==================== design 1
**Design 1: M4 wires**

Scale bar: 50 um.
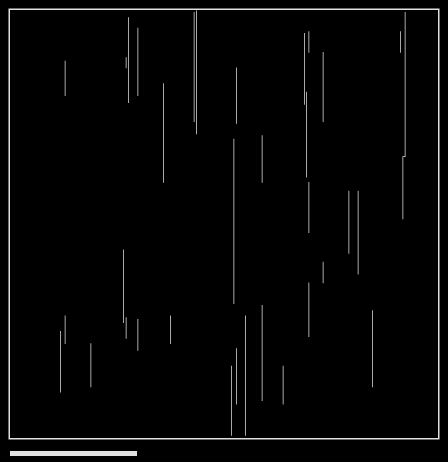
**Design 1: signal wires on met1**

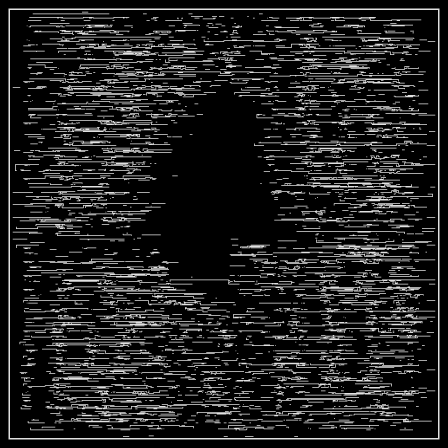
**Design 1: track usage over the die**

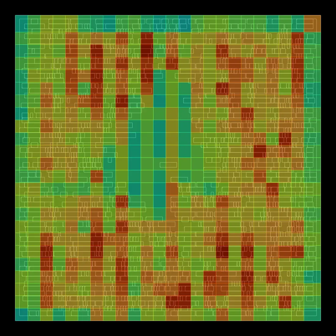
===== src/rtl/pe_link_tx.sv =====
// Credit-based transmit side of a PE-to-mesh link.
// NUM_CH independent channels. Each channel has a local flit FIFO and a
// credit counter, and a registered tx/data_o output stage.
// A channel forwards its head flit only while it holds credits and is enabled.
module pe_link_tx #(
  parameter int unsigned FLIT_WIDTH = 16,
  parameter int unsigned NUM_CH     = 4,
  parameter int unsigned DEPTH      = 4,  // power of 2, >= 2
  parameter int unsigned CREDITS    = 4   // >= 1
) (
  input  logic                                 clock,
  input  logic                                 reset,
  input  logic [NUM_CH-1:0]                    wr_en,
  input  logic [NUM_CH*FLIT_WIDTH-1:0]         wr_data,
  output logic [NUM_CH-1:0]                    wr_full,
  input  logic [NUM_CH-1:0]                    ch_enable,
  output logic [NUM_CH-1:0]                    tx,
  output logic [NUM_CH*FLIT_WIDTH-1:0]         data_o,
  input  logic [NUM_CH-1:0]                    credit_i,
  output logic [NUM_CH*$clog2(CREDITS+1)-1:0]  credit_cnt,
  output logic [NUM_CH-1:0]                    ovf_err,
  output logic [NUM_CH-1:0]                    crd_err
);

  localparam int unsigned CW = $clog2(CREDITS + 1);  // credit counter width
  localparam int unsigned PW = $clog2(DEPTH);        // FIFO pointer width
  localparam int unsigned NW = $clog2(DEPTH + 1);    // FIFO occupancy width

  for (genvar c = 0; c < NUM_CH; c++) begin : g_ch

    logic [FLIT_WIDTH-1:0] mem_q [DEPTH];
    logic [PW-1:0]         wr_ptr_q, rd_ptr_q;
    logic [NW-1:0]         count_q, count_d;
    logic [CW-1:0]         crd_q, crd_d;
    logic [FLIT_WIDTH-1:0] data_q;
    logic                  tx_q, ovf_q, crd_err_q;
    logic                  full, push, send, crd_sat;

    // Push/pop decode from pre-edge state; a full FIFO drops the write even if it pops.
    always_comb begin
      full = (count_q == NW'(DEPTH));
      push = wr_en[c] && !full;
      send = (count_q != '0) && (crd_q != '0) && ch_enable[c];
    end

    // Occupancy next state: simultaneous push and pop leaves the count unchanged.
    always_comb begin
      count_d = count_q;
      unique case ({push, send})
        2'b10:   count_d = count_q + NW'(1);
        2'b01:   count_d = count_q - NW'(1);
        default: count_d = count_q;
      endcase
    end

    // Credit next state: consume on send, return on credit_i, saturate at CREDITS.
    always_comb begin
      crd_d   = crd_q;
      crd_sat = 1'b0;
      if (send && !credit_i[c]) begin
        crd_d = crd_q - CW'(1);
      end else if (!send && credit_i[c]) begin
        if (crd_q == CW'(CREDITS)) begin
          crd_sat = 1'b1;
        end else begin
          crd_d = crd_q + CW'(1);
        end
      end
    end

    // Flit storage; contents need no reset since occupancy gates every read.
    always_ff @(posedge clock) begin
      if (push) begin
        mem_q[wr_ptr_q] <= wr_data[c*FLIT_WIDTH +: FLIT_WIDTH];
      end
    end

    // Channel state, registered link outputs and sticky error flags.
    always_ff @(posedge clock or negedge reset) begin
      if (!reset) begin
        wr_ptr_q  <= '0;
        rd_ptr_q  <= '0;
        count_q   <= '0;
        crd_q     <= CW'(CREDITS);
        tx_q      <= 1'b0;
        data_q    <= '0;
        ovf_q     <= 1'b0;
        crd_err_q <= 1'b0;
      end else begin
        count_q <= count_d;
        crd_q   <= crd_d;
        tx_q    <= send;
        if (push) begin
          wr_ptr_q <= wr_ptr_q + PW'(1);
        end
        if (send) begin
          data_q   <= mem_q[rd_ptr_q];
          rd_ptr_q <= rd_ptr_q + PW'(1);
        end
        if (wr_en[c] && full) begin
          ovf_q <= 1'b1;
        end
        if (crd_sat) begin
          crd_err_q <= 1'b1;
        end
      end
    end

    assign wr_full[c]                              = full;
    assign tx[c]                                   = tx_q;
    assign data_o[c*FLIT_WIDTH +: FLIT_WIDTH]      = data_q;
    assign credit_cnt[c*CW +: CW]                  = crd_q;
    assign ovf_err[c]                              = ovf_q;
    assign crd_err[c]                              = crd_err_q;

  end : g_ch

endmodule


===== config.mk =====
export PLATFORM = sky130hd
export DESIGN_NAME = pe_link_tx
export DESIGN_NICKNAME = d
export VERILOG_FILES = /design/src/rtl/pe_link_tx.sv
export SDC_FILE = /design/constraint.sdc
export NUM_CORES = 1
export LEC_CHECK = 0
export ABC_AREA = 1
export ABC_CLOCK_PERIOD_IN_PS = 2900
export CAP_MARGIN = 20
export CORE_MARGIN = 2
export CORE_UTILIZATION = 56
export CTS_CLUSTER_SIZE = 8
export DETAILED_ROUTE_END_ITERATION = 10
export GPL_TIMING_DRIVEN = 0
export HOLD_SLACK_MARGIN = 0.1
export PLACE_DENSITY = 0.8
export SLEW_MARGIN = 20
export SYNTH_ARGS = -nofsm -noshare
export SYNTH_HDL_FRONTEND = slang
export SYNTH_SLANG_ARGS = --single-unit

===== constraint.sdc =====
create_clock -name clock -period 2.9 [get_ports clock]
set_input_delay 0.58 -clock clock [delete_from_list [all_inputs] [get_ports clock]]
set_output_delay 0.58 -clock clock [all_outputs]
set_load 0.02 [all_outputs]

==> impl_metrics.json <==
{
  "status": "complete, no violations",
  "initialDrtViolationCount": 834,
  "use_met2_pct": 40.1,
  "cts_sinks": 372,
  "holdCritPathClass": "reg -> reg",
  "clock_buffers": 95,
  "combPwrFrac_pct": 37.3,
  "place_inst": 1741,
  "topCombFamilyByArea": "simple AND/OR/NAND/NOR gates",
  "synth-edff-count": 256,
  "synthCells": 1217,
  "die_w_um": 168,
  "finish.cell_count_without_fillers": 1839,
  "viasPerCell": 5.43,
  "largest_area_cell": "edfxtp_1",
  "p_sw_share_pct": 35.6,
  "irDropWorstVdd_v": 0.000657
}
## Picture notes: 'M4 wires' of design 1
main direction: vertical
nets with wire on the layer: 22
wire length on this layer: 894 um
share of all routed wire: 2.7%
longest straight run: 64.6 um

## Picture notes: 'signal wires on met1' of design 1
nets with wire on the layer: 1439
wire length on this layer: 13300 um
main direction: horizontal
longest straight run: 39.1 um

## Picture notes: 'track usage over the die' of design 1
GR peak layer: met2
met3 global-route usage: 4.02%
gr usage total: 23.3%
M1 GR Usage: 30.3%
wire per inst: 17.8 um

==> state kept, by name, indices dropped and copies added (netlist names) <==
name,flops
g_ch.mem_q,256
g_ch.data_q,64
g_ch.count_q,12
g_ch.crd_q,12
g_ch.rd_ptr_q,8
g_ch.wr_ptr_q,8
g_ch.crd_err_q,4
g_ch.ovf_q,4
g_ch.tx_q,4
==> critical path, cell delays in order, from the launching register on <==
cell,delay [ns]
dfrtp_1,0.41
nor3_1,0.40
buf_4,0.18
clkdlybuf4s50_1,0.59

==================== design 2
**Design 2: signal wires on met1**

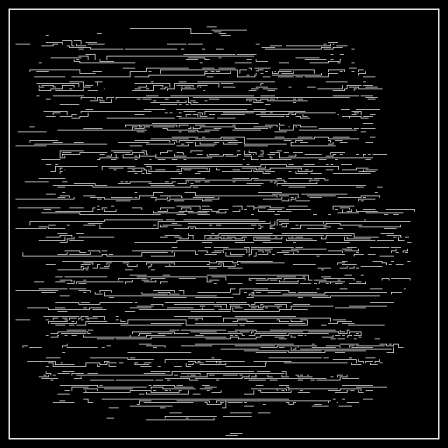
**Design 2: met2 routing**

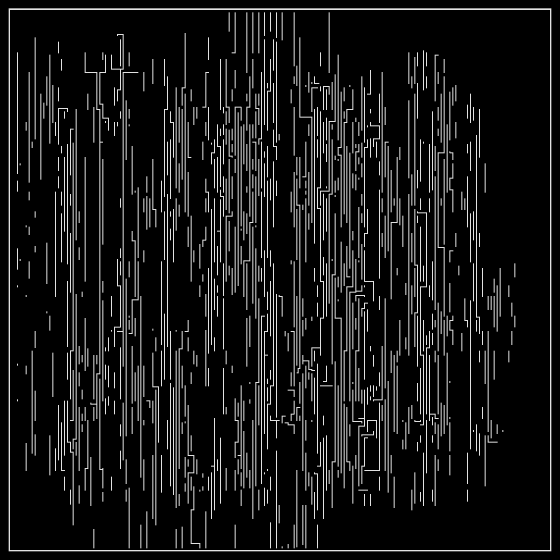
**config.mk**
```make
export PLATFORM = sky130hd
export DESIGN_NAME = inc_counter
export DESIGN_NICKNAME = d
export VERILOG_FILES = /design/src/rtl/inc_counter.sv
export SDC_FILE = /design/constraint.sdc
export NUM_CORES = 1
export LEC_CHECK = 0
export ABC_AREA = 1
export CAP_MARGIN = 10
export CORE_MARGIN = 2
export CORE_UTILIZATION = 45
export DETAILED_ROUTE_END_ITERATION = 10
export PLACE_DENSITY_LB_ADDON = 0.25
export SLEW_MARGIN = 5
export SYNTH_ARGS = -nofsm -noshare
export SYNTH_HDL_FRONTEND = slang
export SYNTH_SLANG_ARGS = --single-unit
export TNS_END_PERCENT = 10
```
**constraint.sdc**
```tcl
create_clock -name clk -period 4 [get_ports clk]
set_clock_uncertainty 0.05 [all_clocks]
set_input_delay 0.8 -clock clk [delete_from_list [all_inputs] [get_ports clk]]
set_output_delay 0.8 -clock clk [all_outputs]
set_load 0.1 [all_outputs]
```
**src/rtl/inc_counter.sv**
```systemverilog
// inc_counter: registered up/down counter bounded to [0, limit].
// Steps by STEP per enabled cycle, wraps or saturates at the bounds,
// and pulses wrap for one cycle after any out-of-range step attempt.
module inc_counter #(
  parameter int unsigned       WIDTH       = 16,
  parameter int unsigned       STEP        = 1,
  parameter int unsigned       SATURATE    = 0,
  parameter logic [WIDTH-1:0]  RESET_VALUE = '0
) (
  input  logic             clk,
  input  logic             reset,
  input  logic             en,
  input  logic             dec,
  input  logic             load,
  input  logic [WIDTH-1:0] load_value,
  input  logic [WIDTH-1:0] limit,
  output logic [WIDTH-1:0] out,
  output logic             wrap,
  output logic             at_limit
);

  // One extra bit so out+STEP never silently folds at 2^WIDTH.
  localparam logic [WIDTH:0] STEP_W = (WIDTH+1)'(STEP);

  logic [WIDTH-1:0] cnt_q, cnt_d;
  logic             wrap_q, wrap_d;

  logic [WIDTH:0]   cnt_w, lim_w, sum_w, diff_w;
  logic             up_ok, dn_ok;

  // Widened step arithmetic and in-range tests for both directions.
  always_comb begin
    cnt_w  = {1'b0, cnt_q};
    lim_w  = {1'b0, limit};
    sum_w  = cnt_w + STEP_W;
    diff_w = cnt_w - STEP_W;
    // An out-of-range count already exceeds limit, so sum fails too.
    up_ok  = (sum_w <= lim_w);
    // Underflow check first; diff is only meaningful when cnt >= STEP.
    dn_ok  = (cnt_w >= STEP_W) && (diff_w <= lim_w);
  end

  // Next-state selection: load > step > hold; every branch sets both regs.
  always_comb begin
    cnt_d  = cnt_q;
    wrap_d = 1'b0;
    if (load) begin
      cnt_d  = load_value;
      wrap_d = 1'b0;
    end else if (en) begin
      if (!dec) begin
        if (up_ok) begin
          cnt_d  = sum_w[WIDTH-1:0];
          wrap_d = 1'b0;
        end else begin
          // Wrap restarts at 0 with no remainder carried over.
          cnt_d  = (SATURATE != 0) ? limit : '0;
          wrap_d = 1'b1;
        end
      end else begin
        if (dn_ok) begin
          cnt_d  = diff_w[WIDTH-1:0];
          wrap_d = 1'b0;
        end else begin
          cnt_d  = (SATURATE != 0) ? '0 : limit;
          wrap_d = 1'b1;
        end
      end
    end
  end

  // Count and wrap registers; reset discards any simultaneous load/en.
  always_ff @(posedge clk) begin
    if (reset) begin
      cnt_q  <= RESET_VALUE;
      wrap_q <= 1'b0;
    end else begin
      cnt_q  <= cnt_d;
      wrap_q <= wrap_d;
    end
  end

  assign out      = cnt_q;
  assign wrap     = wrap_q;
  assign at_limit = (cnt_q == limit);

endmodule

```
==> impl_metrics.json <==
{
  "muxShareOfSynthArea_pct": 0,
  "cp_max_fo": 5,
  "irDropWorstVdd_v": 0.000385,
  "antenna_found_initial": 0,
  "crit_type": "reg -> reg",
  "top_cell_area_share_pct": 17.0,
  "rows": 29,
  "syn2layout_area_growth_pct": 22.4,
  "dr.pass1.iters": 5,
  "crit_buf_inv": 2,
  "grt_use_total_pct": 27.6,
  "fa_ha_area_share_pct": 14.6,
  "status": "complete, no violations",
  "design.die.area_mm2": 0.00712,
  "p_leak_nw": 1.76,
  "cts_sinks": 17
}
## Picture notes: 'signal wires on met1' of design 2
longest straight run: 36.8 um
wire length on this layer: 4440 um
main direction: horizontal
nets with wire on the layer: 554
share of all routed wire: 45%

## Picture notes: 'met2 routing' of design 2
share of all routed wire: 45%
wire length on this layer: 4410 um
longest straight run: 45.9 um
main direction: vertical
GR Util met2: 44.7%
DRT Wirelength: 9.82 mm
Vias: 3456

-- cell type report --
| type | instances | area (um2) | share of cell area, % |
|---|---|---|---|
| flip-flops and latches | 17 | 342 | 9.59 |
| repair buffers | 58 | 581 | 16.3 |
| multi-input cells | 389 | 2230 | 62.5 |
| inverters | 72 | 270 | 7.59 |
| clock buffers | 4 | 45.0 | 1.26 |
| well taps | 77 | 96.3 | 2.71 |
-- registers in the layout, summed over array words and instances, names as in the netlist --
name / count
out: 16
wrap: 1

==================== design 3
**Design 3: signal wires on met1**

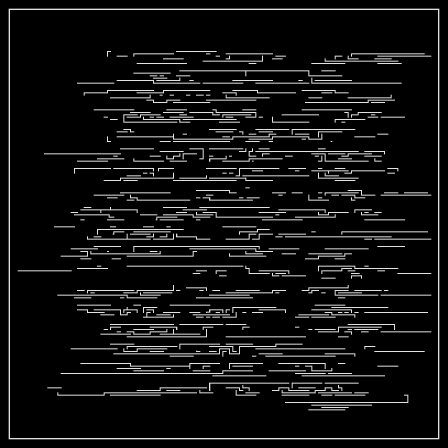
**Design 3: met2 routing**

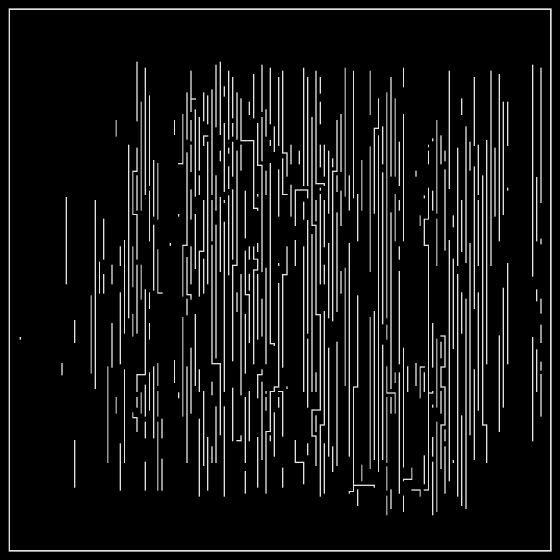
**Design 3: M3 wires**

Scale bar: 20 um. Cells faint in the background.
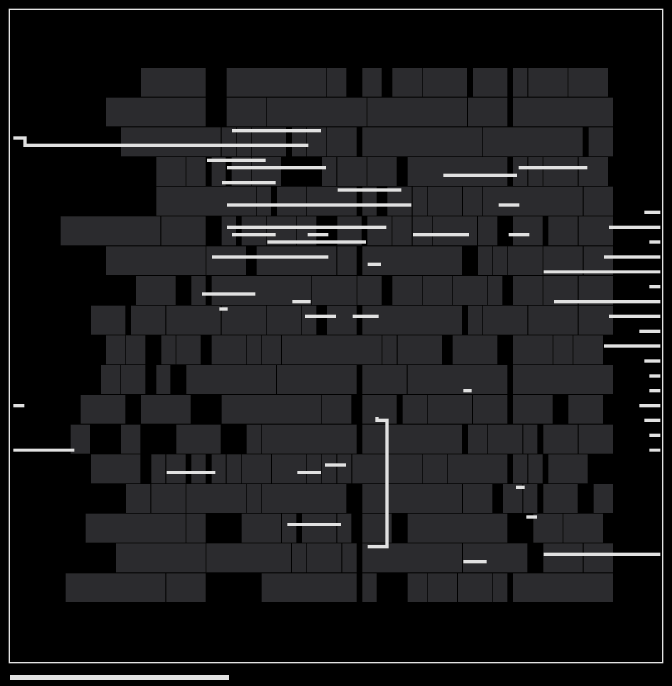
===== src/rtl/bist_signature_analyzer.sv =====
// Output-response end of the scan BIST path. Sequences shift/capture for the
// CUT scan chains and compacts the scan-out streams into a 7-bit MISR
// (x^7+x^6+1). At end of test the signature is compared against GOLDEN.
//
// Ports:
//   CK            clock, all flops on posedge
//   COMP_reset_n  asynchronous active-low reset
//   start         one-cycle pulse, honoured in IDLE and DONE only
//   so_in[6:0]    scan-out bits, so_in[i] = SO_chain(i+1)
//   scan_en_out   1 = shift, 0 = capture (drives CUT scan_en)
//   busy          high in SHIFT or CAPTURE
//   done          high in DONE
//   pass          valid while done; 1 iff signature == GOLDEN
//   signature     current MISR contents
module bist_signature_analyzer #(
  parameter int         CHAIN_LEN    = 33,
  parameter int         NUM_PATTERNS = 100,
  parameter logic [6:0] GOLDEN       = 7'h00
) (
  input  logic       CK,
  input  logic       COMP_reset_n,
  input  logic       start,
  input  logic [6:0] so_in,
  output logic       scan_en_out,
  output logic       busy,
  output logic       done,
  output logic       pass,
  output logic [6:0] signature
);

  localparam int SW = (CHAIN_LEN > 1) ? $clog2(CHAIN_LEN) : 1;
  localparam int PW = (NUM_PATTERNS > 0) ? $clog2(NUM_PATTERNS + 1) : 1;

  typedef enum logic [1:0] {IDLE, SHIFT, CAPTURE, DONE} state_e;

  state_e          state_q, state_d;
  logic [6:0]      misr_q, misr_d, misr_nxt;
  logic [SW-1:0]   shift_cnt_q, shift_cnt_d;
  logic [PW-1:0]   pat_cnt_q, pat_cnt_d;

  // One MISR step with the current scan-out slice folded in.
  assign misr_nxt[0]   = misr_q[6] ^ so_in[0];
  assign misr_nxt[5:1] = misr_q[4:0] ^ so_in[5:1];
  assign misr_nxt[6]   = misr_q[6] ^ misr_q[5] ^ so_in[6];

  always_ff @(posedge CK or negedge COMP_reset_n) begin
    if (!COMP_reset_n) begin
      state_q     <= IDLE;
      misr_q      <= 7'h00;
      shift_cnt_q <= '0;
      pat_cnt_q   <= '0;
    end else begin
      state_q     <= state_d;
      misr_q      <= misr_d;
      shift_cnt_q <= shift_cnt_d;
      pat_cnt_q   <= pat_cnt_d;
    end
  end

  always_comb begin
    state_d     = state_q;
    misr_d      = misr_q;
    shift_cnt_d = shift_cnt_q;
    pat_cnt_d   = pat_cnt_q;
    case (state_q)
      IDLE, DONE: begin
        if (start) begin
          state_d     = SHIFT;
          misr_d      = 7'h00;
          shift_cnt_d = '0;
          pat_cnt_d   = '0;
        end
      end
      SHIFT: begin
        // Window 0 unloads unknown power-up CUT state, so it is not compacted.
        if (pat_cnt_q != '0) misr_d = misr_nxt;
        if (shift_cnt_q == SW'(CHAIN_LEN - 1)) begin
          shift_cnt_d = '0;
          state_d     = (pat_cnt_q == PW'(NUM_PATTERNS)) ? DONE : CAPTURE;
        end else begin
          shift_cnt_d = shift_cnt_q + SW'(1);
        end
      end
      CAPTURE: begin
        pat_cnt_d = pat_cnt_q + PW'(1);
        state_d   = SHIFT;
      end
      default: state_d = IDLE;
    endcase
  end

  assign scan_en_out = (state_q == SHIFT);
  assign busy        = (state_q == SHIFT) || (state_q == CAPTURE);
  assign done        = (state_q == DONE);
  assign pass        = (state_q == DONE) && (misr_q == GOLDEN);
  assign signature   = misr_q;

endmodule


===== config.mk =====
export PLATFORM = sky130hd
export DESIGN_NAME = bist_signature_analyzer
export DESIGN_NICKNAME = d
export VERILOG_FILES = /design/src/rtl/bist_signature_analyzer.sv
export SDC_FILE = /design/constraint.sdc
export NUM_CORES = 1
export LEC_CHECK = 0
export CAP_MARGIN = 20
export CORE_MARGIN = 4
export CORE_UTILIZATION = 52
export DETAILED_ROUTE_END_ITERATION = 16
export GPL_TIMING_DRIVEN = 0
export PLACE_DENSITY = 0.78
export SETUP_SLACK_MARGIN = 0.3
export SKIP_LAST_GASP = 1
export SYNTH_ARGS = -nofsm -noshare
export SYNTH_HDL_FRONTEND = slang
export SYNTH_SLANG_ARGS = --single-unit

===== constraint.sdc =====
create_clock -name CK -period 1.9 [get_ports CK]
set_input_delay 0.38 -clock CK [delete_from_list [all_inputs] [get_ports CK]]
set_output_delay 0.38 -clock CK [all_outputs]
set_load 0.01 [all_outputs]

==> impl_metrics.json <==
{
  "status": "complete, no violations",
  "clock_buffers": 3,
  "highest_layer": "met4",
  "grt.busiest_layer": "met2",
  "timing.final.hold_violations": 0,
  "p_clk_share_pct": 10.9,
  "crit_buf_inv": 2,
  "bufAreaShareNonClock_pct": 24.1,
  "largest_class": "logic gates",
  "yosysSeqAreaShare_pct": 39.7,
  "clk-power_mw": 0.391,
  "synth_area_mm2": 0.00139,
  "finalSetupTns_ns": 0,
  "pwr-share-seq_pct": 23.5,
  "cp.depth": 4,
  "maxCapViolations": 0,
  "met1_length_mm": 1.83,
  "htree_levels": 1,
  "ys_cells": 146,
  "setup_slack_ns": 0.128,
  "fin_crit_ns": 1.77,
  "n_tap_cell": 30,
  "crit_path_start": "state_q[1]",
  "common_cells": "26 x nand2_1, 22 x dfrtp_1, 12 x nor2_1, 8 x inv_1"
}
## Picture notes: 'signal wires on met1' of design 3
share of all routed wire: 41%
longest straight run: 22.5 um
wire length on this layer: 1830 um
M1 GR Usage: 27.2%
Vias: 1375

## Picture notes: 'met2 routing' of design 3
longest straight run: 37.1 um
nets with wire on the layer: 199
wire length on this layer: 2260 um
DRT Wirelength: 4.46 mm
GR Util met2: 38.0%

## Picture notes: 'M3 wires' of design 3
main direction: horizontal
nets with wire on the layer: 43
wire length on this layer: 241 um
longest straight run: 25.8 um

==> cells by family (layout without fill, tap and decap cells) <==
kind of cell / count (synthesis) / count (layout) / synth area share [%]
simple gates: 62 / 62 / 24.3
buf+inv: 14 / 66 / 5.14
xor+xnor: 12 / 12 / 7.57
mux: 5 / 5 / 4.87
flops: 22 / 22 / 39.7
compound gates: 24 / 24 / 12.2
fa+ha+maj: 7 / 7 / 6.31
==> repair_timing <==
item                                    4_1_cts  5_1_grt
endpoints found under the setup margin       28       23
endpoints found under the hold margin         0        0
buffers inserted                             20        7
resized                                      42       27
pin swaps                                     8       12
gates cloned                                  1        0

==================== design 4
--- src/rtl/tt_um_ha_serial_seq.sv ---
// Bit-serial unsigned adder: A+B computed LSB first through one shared full
// adder built from two half adders, controlled by an IDLE/RUN/DONE sequencer.
module tt_um_ha_serial_seq #(
  parameter int N_BITS = 4
) (
  input  logic       clk,
  input  logic       rst_n,
  input  logic       ena,
  input  logic [7:0] ui_in,
  input  logic [7:0] uio_in,
  output logic [7:0] uo_out,
  output logic [7:0] uio_out,
  output logic [7:0] uio_oe
);

  localparam int CW = (N_BITS > 1) ? $clog2(N_BITS) : 1;

  typedef enum logic [1:0] {
    IDLE  = 2'b00,
    RUN   = 2'b01,
    DONE  = 2'b10,
    SPARE = 2'b11
  } state_t;

  state_t              state_q;
  logic [N_BITS-1:0]   a_q;
  logic [N_BITS-1:0]   b_q;
  logic [N_BITS-1:0]   sum_q;
  logic                carry_q;
  logic [CW-1:0]       cnt_q;
  logic [N_BITS:0]     result_q;
  logic                busy_q;
  logic                done_q;
  logic                ign_q;

  logic start;
  logic clear;
  logic [N_BITS-1:0] op_a;
  logic [N_BITS-1:0] op_b;

  assign start = uio_in[0];
  assign clear = uio_in[1];
  assign op_a  = ui_in[N_BITS-1:0];
  assign op_b  = ui_in[2*N_BITS-1:N_BITS];

  logic unused_uio;
  assign unused_uio = &{1'b0, uio_in[7:2]};

  // Shared full adder: two half adders, carries merged by an OR.
  logic ha1_s, ha1_c, ha2_s, ha2_c;
  logic fa_sum, fa_cout;

  always_comb begin
    ha1_s   = a_q[0] ^ b_q[0];
    ha1_c   = a_q[0] & b_q[0];
    ha2_s   = ha1_s ^ carry_q;
    ha2_c   = ha1_s & carry_q;
    fa_sum  = ha2_s;
    fa_cout = ha1_c | ha2_c;
  end

  always_ff @(posedge clk or negedge rst_n) begin
    if (!rst_n) begin
      state_q  <= IDLE;
      a_q      <= '0;
      b_q      <= '0;
      sum_q    <= '0;
      carry_q  <= 1'b0;
      cnt_q    <= '0;
      result_q <= '0;
      busy_q   <= 1'b0;
      done_q   <= 1'b0;
      ign_q    <= 1'b0;
    end else if (ena) begin
      if (clear) begin
        state_q  <= IDLE;
        a_q      <= '0;
        b_q      <= '0;
        sum_q    <= '0;
        carry_q  <= 1'b0;
        cnt_q    <= '0;
        result_q <= '0;
        busy_q   <= 1'b0;
        done_q   <= 1'b0;
        ign_q    <= 1'b0;
      end else begin
        unique case (state_q)
          IDLE, DONE: begin
            if (start) begin
              a_q     <= op_a;
              b_q     <= op_b;
              sum_q   <= '0;
              carry_q <= 1'b0;
              cnt_q   <= '0;
              ign_q   <= 1'b0;
              state_q <= RUN;
              busy_q  <= 1'b1;
              done_q  <= 1'b0;
            end
          end
          RUN: begin
            if (start) ign_q <= 1'b1;
            sum_q   <= {fa_sum, sum_q[N_BITS-1:1]};
            a_q     <= a_q >> 1;
            b_q     <= b_q >> 1;
            carry_q <= fa_cout;
            cnt_q   <= cnt_q + CW'(1);
            if (cnt_q == CW'(N_BITS - 1)) begin
              // Final bit bypasses the shift register so the result lands this edge.
              result_q <= {fa_cout, fa_sum, sum_q[N_BITS-1:1]};
              state_q  <= DONE;
              busy_q   <= 1'b0;
              done_q   <= 1'b1;
            end
          end
          default: begin
            state_q <= IDLE;
            busy_q  <= 1'b0;
            done_q  <= 1'b0;
          end
        endcase
      end
    end
  end

  assign uo_out  = {ign_q, done_q, busy_q, result_q};
  assign uio_out = '0;
  assign uio_oe  = '0;

endmodule

--- config.mk ---
export PLATFORM = sky130hd
export DESIGN_NAME = tt_um_ha_serial_seq
export DESIGN_NICKNAME = d
export VERILOG_FILES = /design/src/rtl/tt_um_ha_serial_seq.sv
export SDC_FILE = /design/constraint.sdc
export NUM_CORES = 1
export LEC_CHECK = 0
export ABC_AREA = 1
export CAP_MARGIN = 20
export CORE_MARGIN = 3
export CORE_UTILIZATION = 45
export DETAILED_ROUTE_END_ITERATION = 10
export PLACE_DENSITY = 0.88
export RECOVER_POWER = 100
export SLEW_MARGIN = 20
export SYNTH_ARGS = -nofsm -noshare
export SYNTH_HDL_FRONTEND = slang
export SYNTH_SLANG_ARGS = --single-unit
--- constraint.sdc ---
create_clock -name clk -period 1.8 [get_ports clk]
set_clock_uncertainty 0.1 [all_clocks]
set_input_delay 0.54 -clock clk [delete_from_list [all_inputs] [get_ports clk]]
set_output_delay 0.54 -clock clk [all_outputs]
set_load 0.1 [all_outputs]
**Design 4: signal wires on met1**

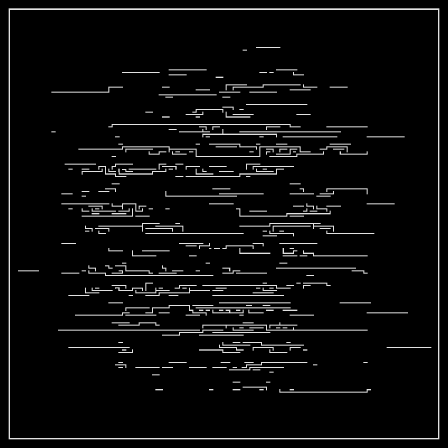
wire length on this layer: 1000 um
main direction: horizontal
nets with wire on the layer: 172
share of all routed wire: 43%

**Design 4: met2 routing**

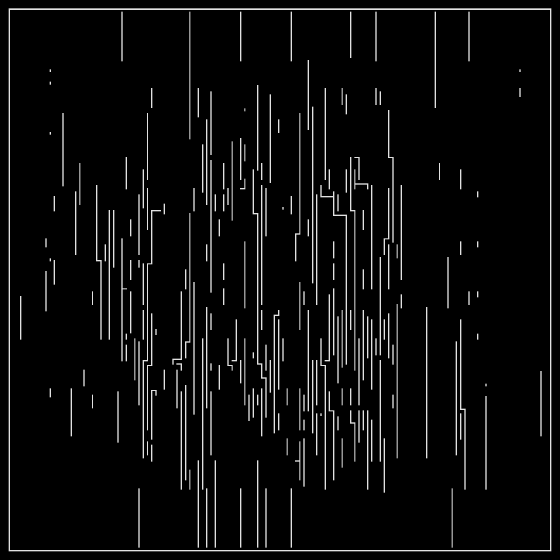
wire length on this layer: 1160 um
longest straight run: 19.0 um
nets with wire on the layer: 158
main direction: vertical
share of all routed wire: 50%

==> impl_metrics.json <==
{
  "io_pins": 43,
  "first_global_vias": 903,
  "clock_latency_ns": 0.31,
  "dp_hpwl_mm": 1.73,
  "worstPathCellList": "buf_6",
  "ys_chip_area_mm2": 0.00125,
  "finish.cell_count_without_fillers": 220,
  "seq_power_mw": 0.613,
  "setup_slack_ns": 0.106,
  "ys_ff": 22,
  "highest_layer": "met4",
  "port_buffers": 20,
  "rr_worst_depth": 6,
  "status": "complete, no violations",
  "antenna_found_initial": 0,
  "power.density_mw_per_mm2": 1110,
  "grt_overflow": 0
}
-- final cells by class --
type                            instances  area share (%)
Sequential cell                        22            37.2
Multi-Input combinational cell        125            37.1
Timing Repair Buffer                   31            17.7
Tap cell                               30            2.53
Clock inverter                          1            2.03
Inverter                                8            2.03
Clock buffer                            3            1.52
-- registers in the layout, summed over array words and instances (netlist names) --
signal	count
result_q	5
b_q	4
ign_q	1
state_q	1
cnt_q	2
carry_q	1
a_q	4
sum_q	3
done_q	1


==> notes/layouts.md <==
Pictures saved along the way, in no particular order.

M3 wires.
(a)
Scale bar: 20 um. Cells faint in the background.
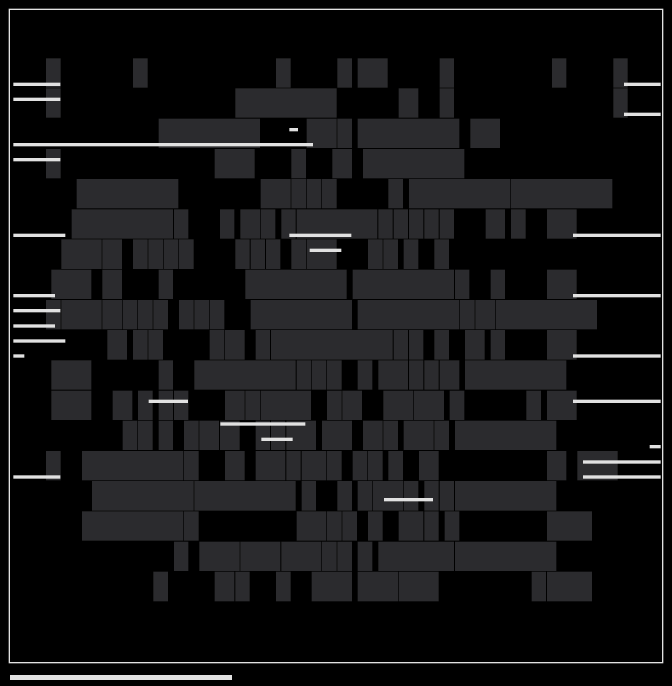
(b)
Scale bar: 50 um. Cells faint in the background.
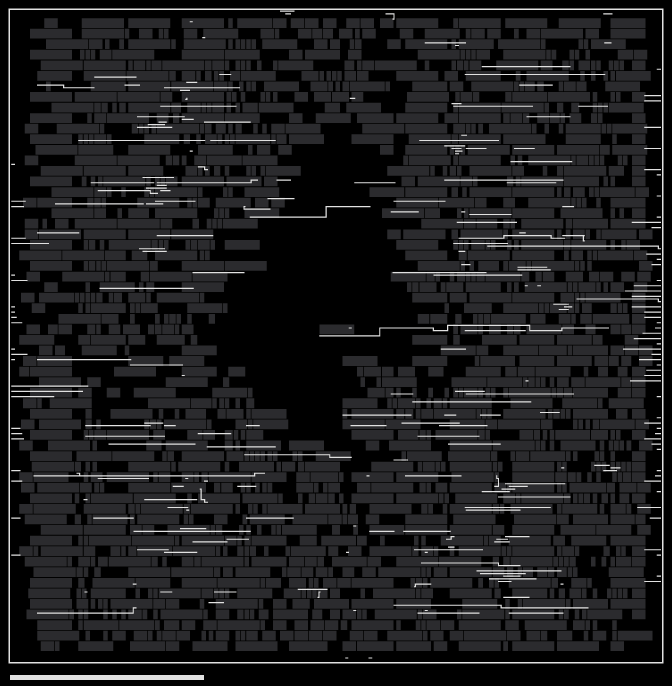
(c)
Scale bar: 20 um. Cells faint in the background.
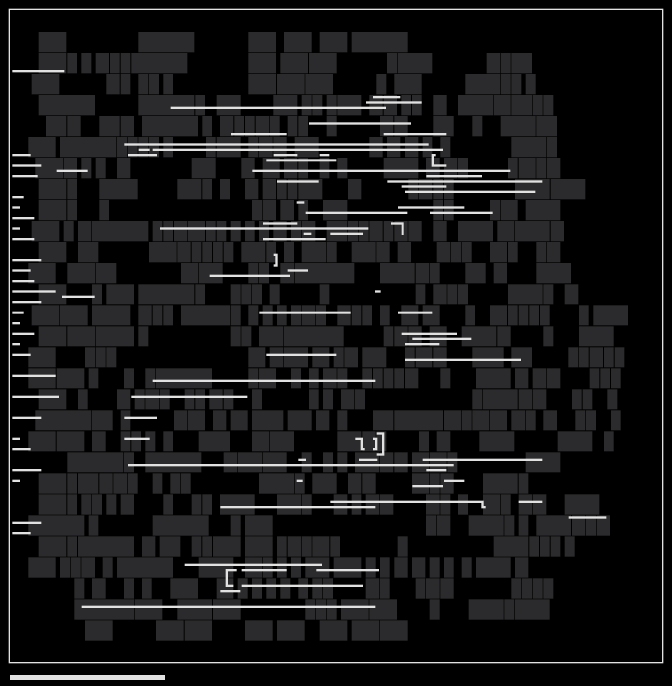
| from | picture |
|---|---|
| design 1 | (b) |
| design 2 | (c) |
| design 4 | (a) |
Of these, smallest die: (a)
Of these, largest die: (b)

Key to (c):
main direction: horizontal
nets with wire on the layer: 85
share of all routed wire: 7.6%
wire length on this layer: 742 um
longest straight run: 41.9 um

Power figures rest on the tool's default switching activity, not on a simulated workload.
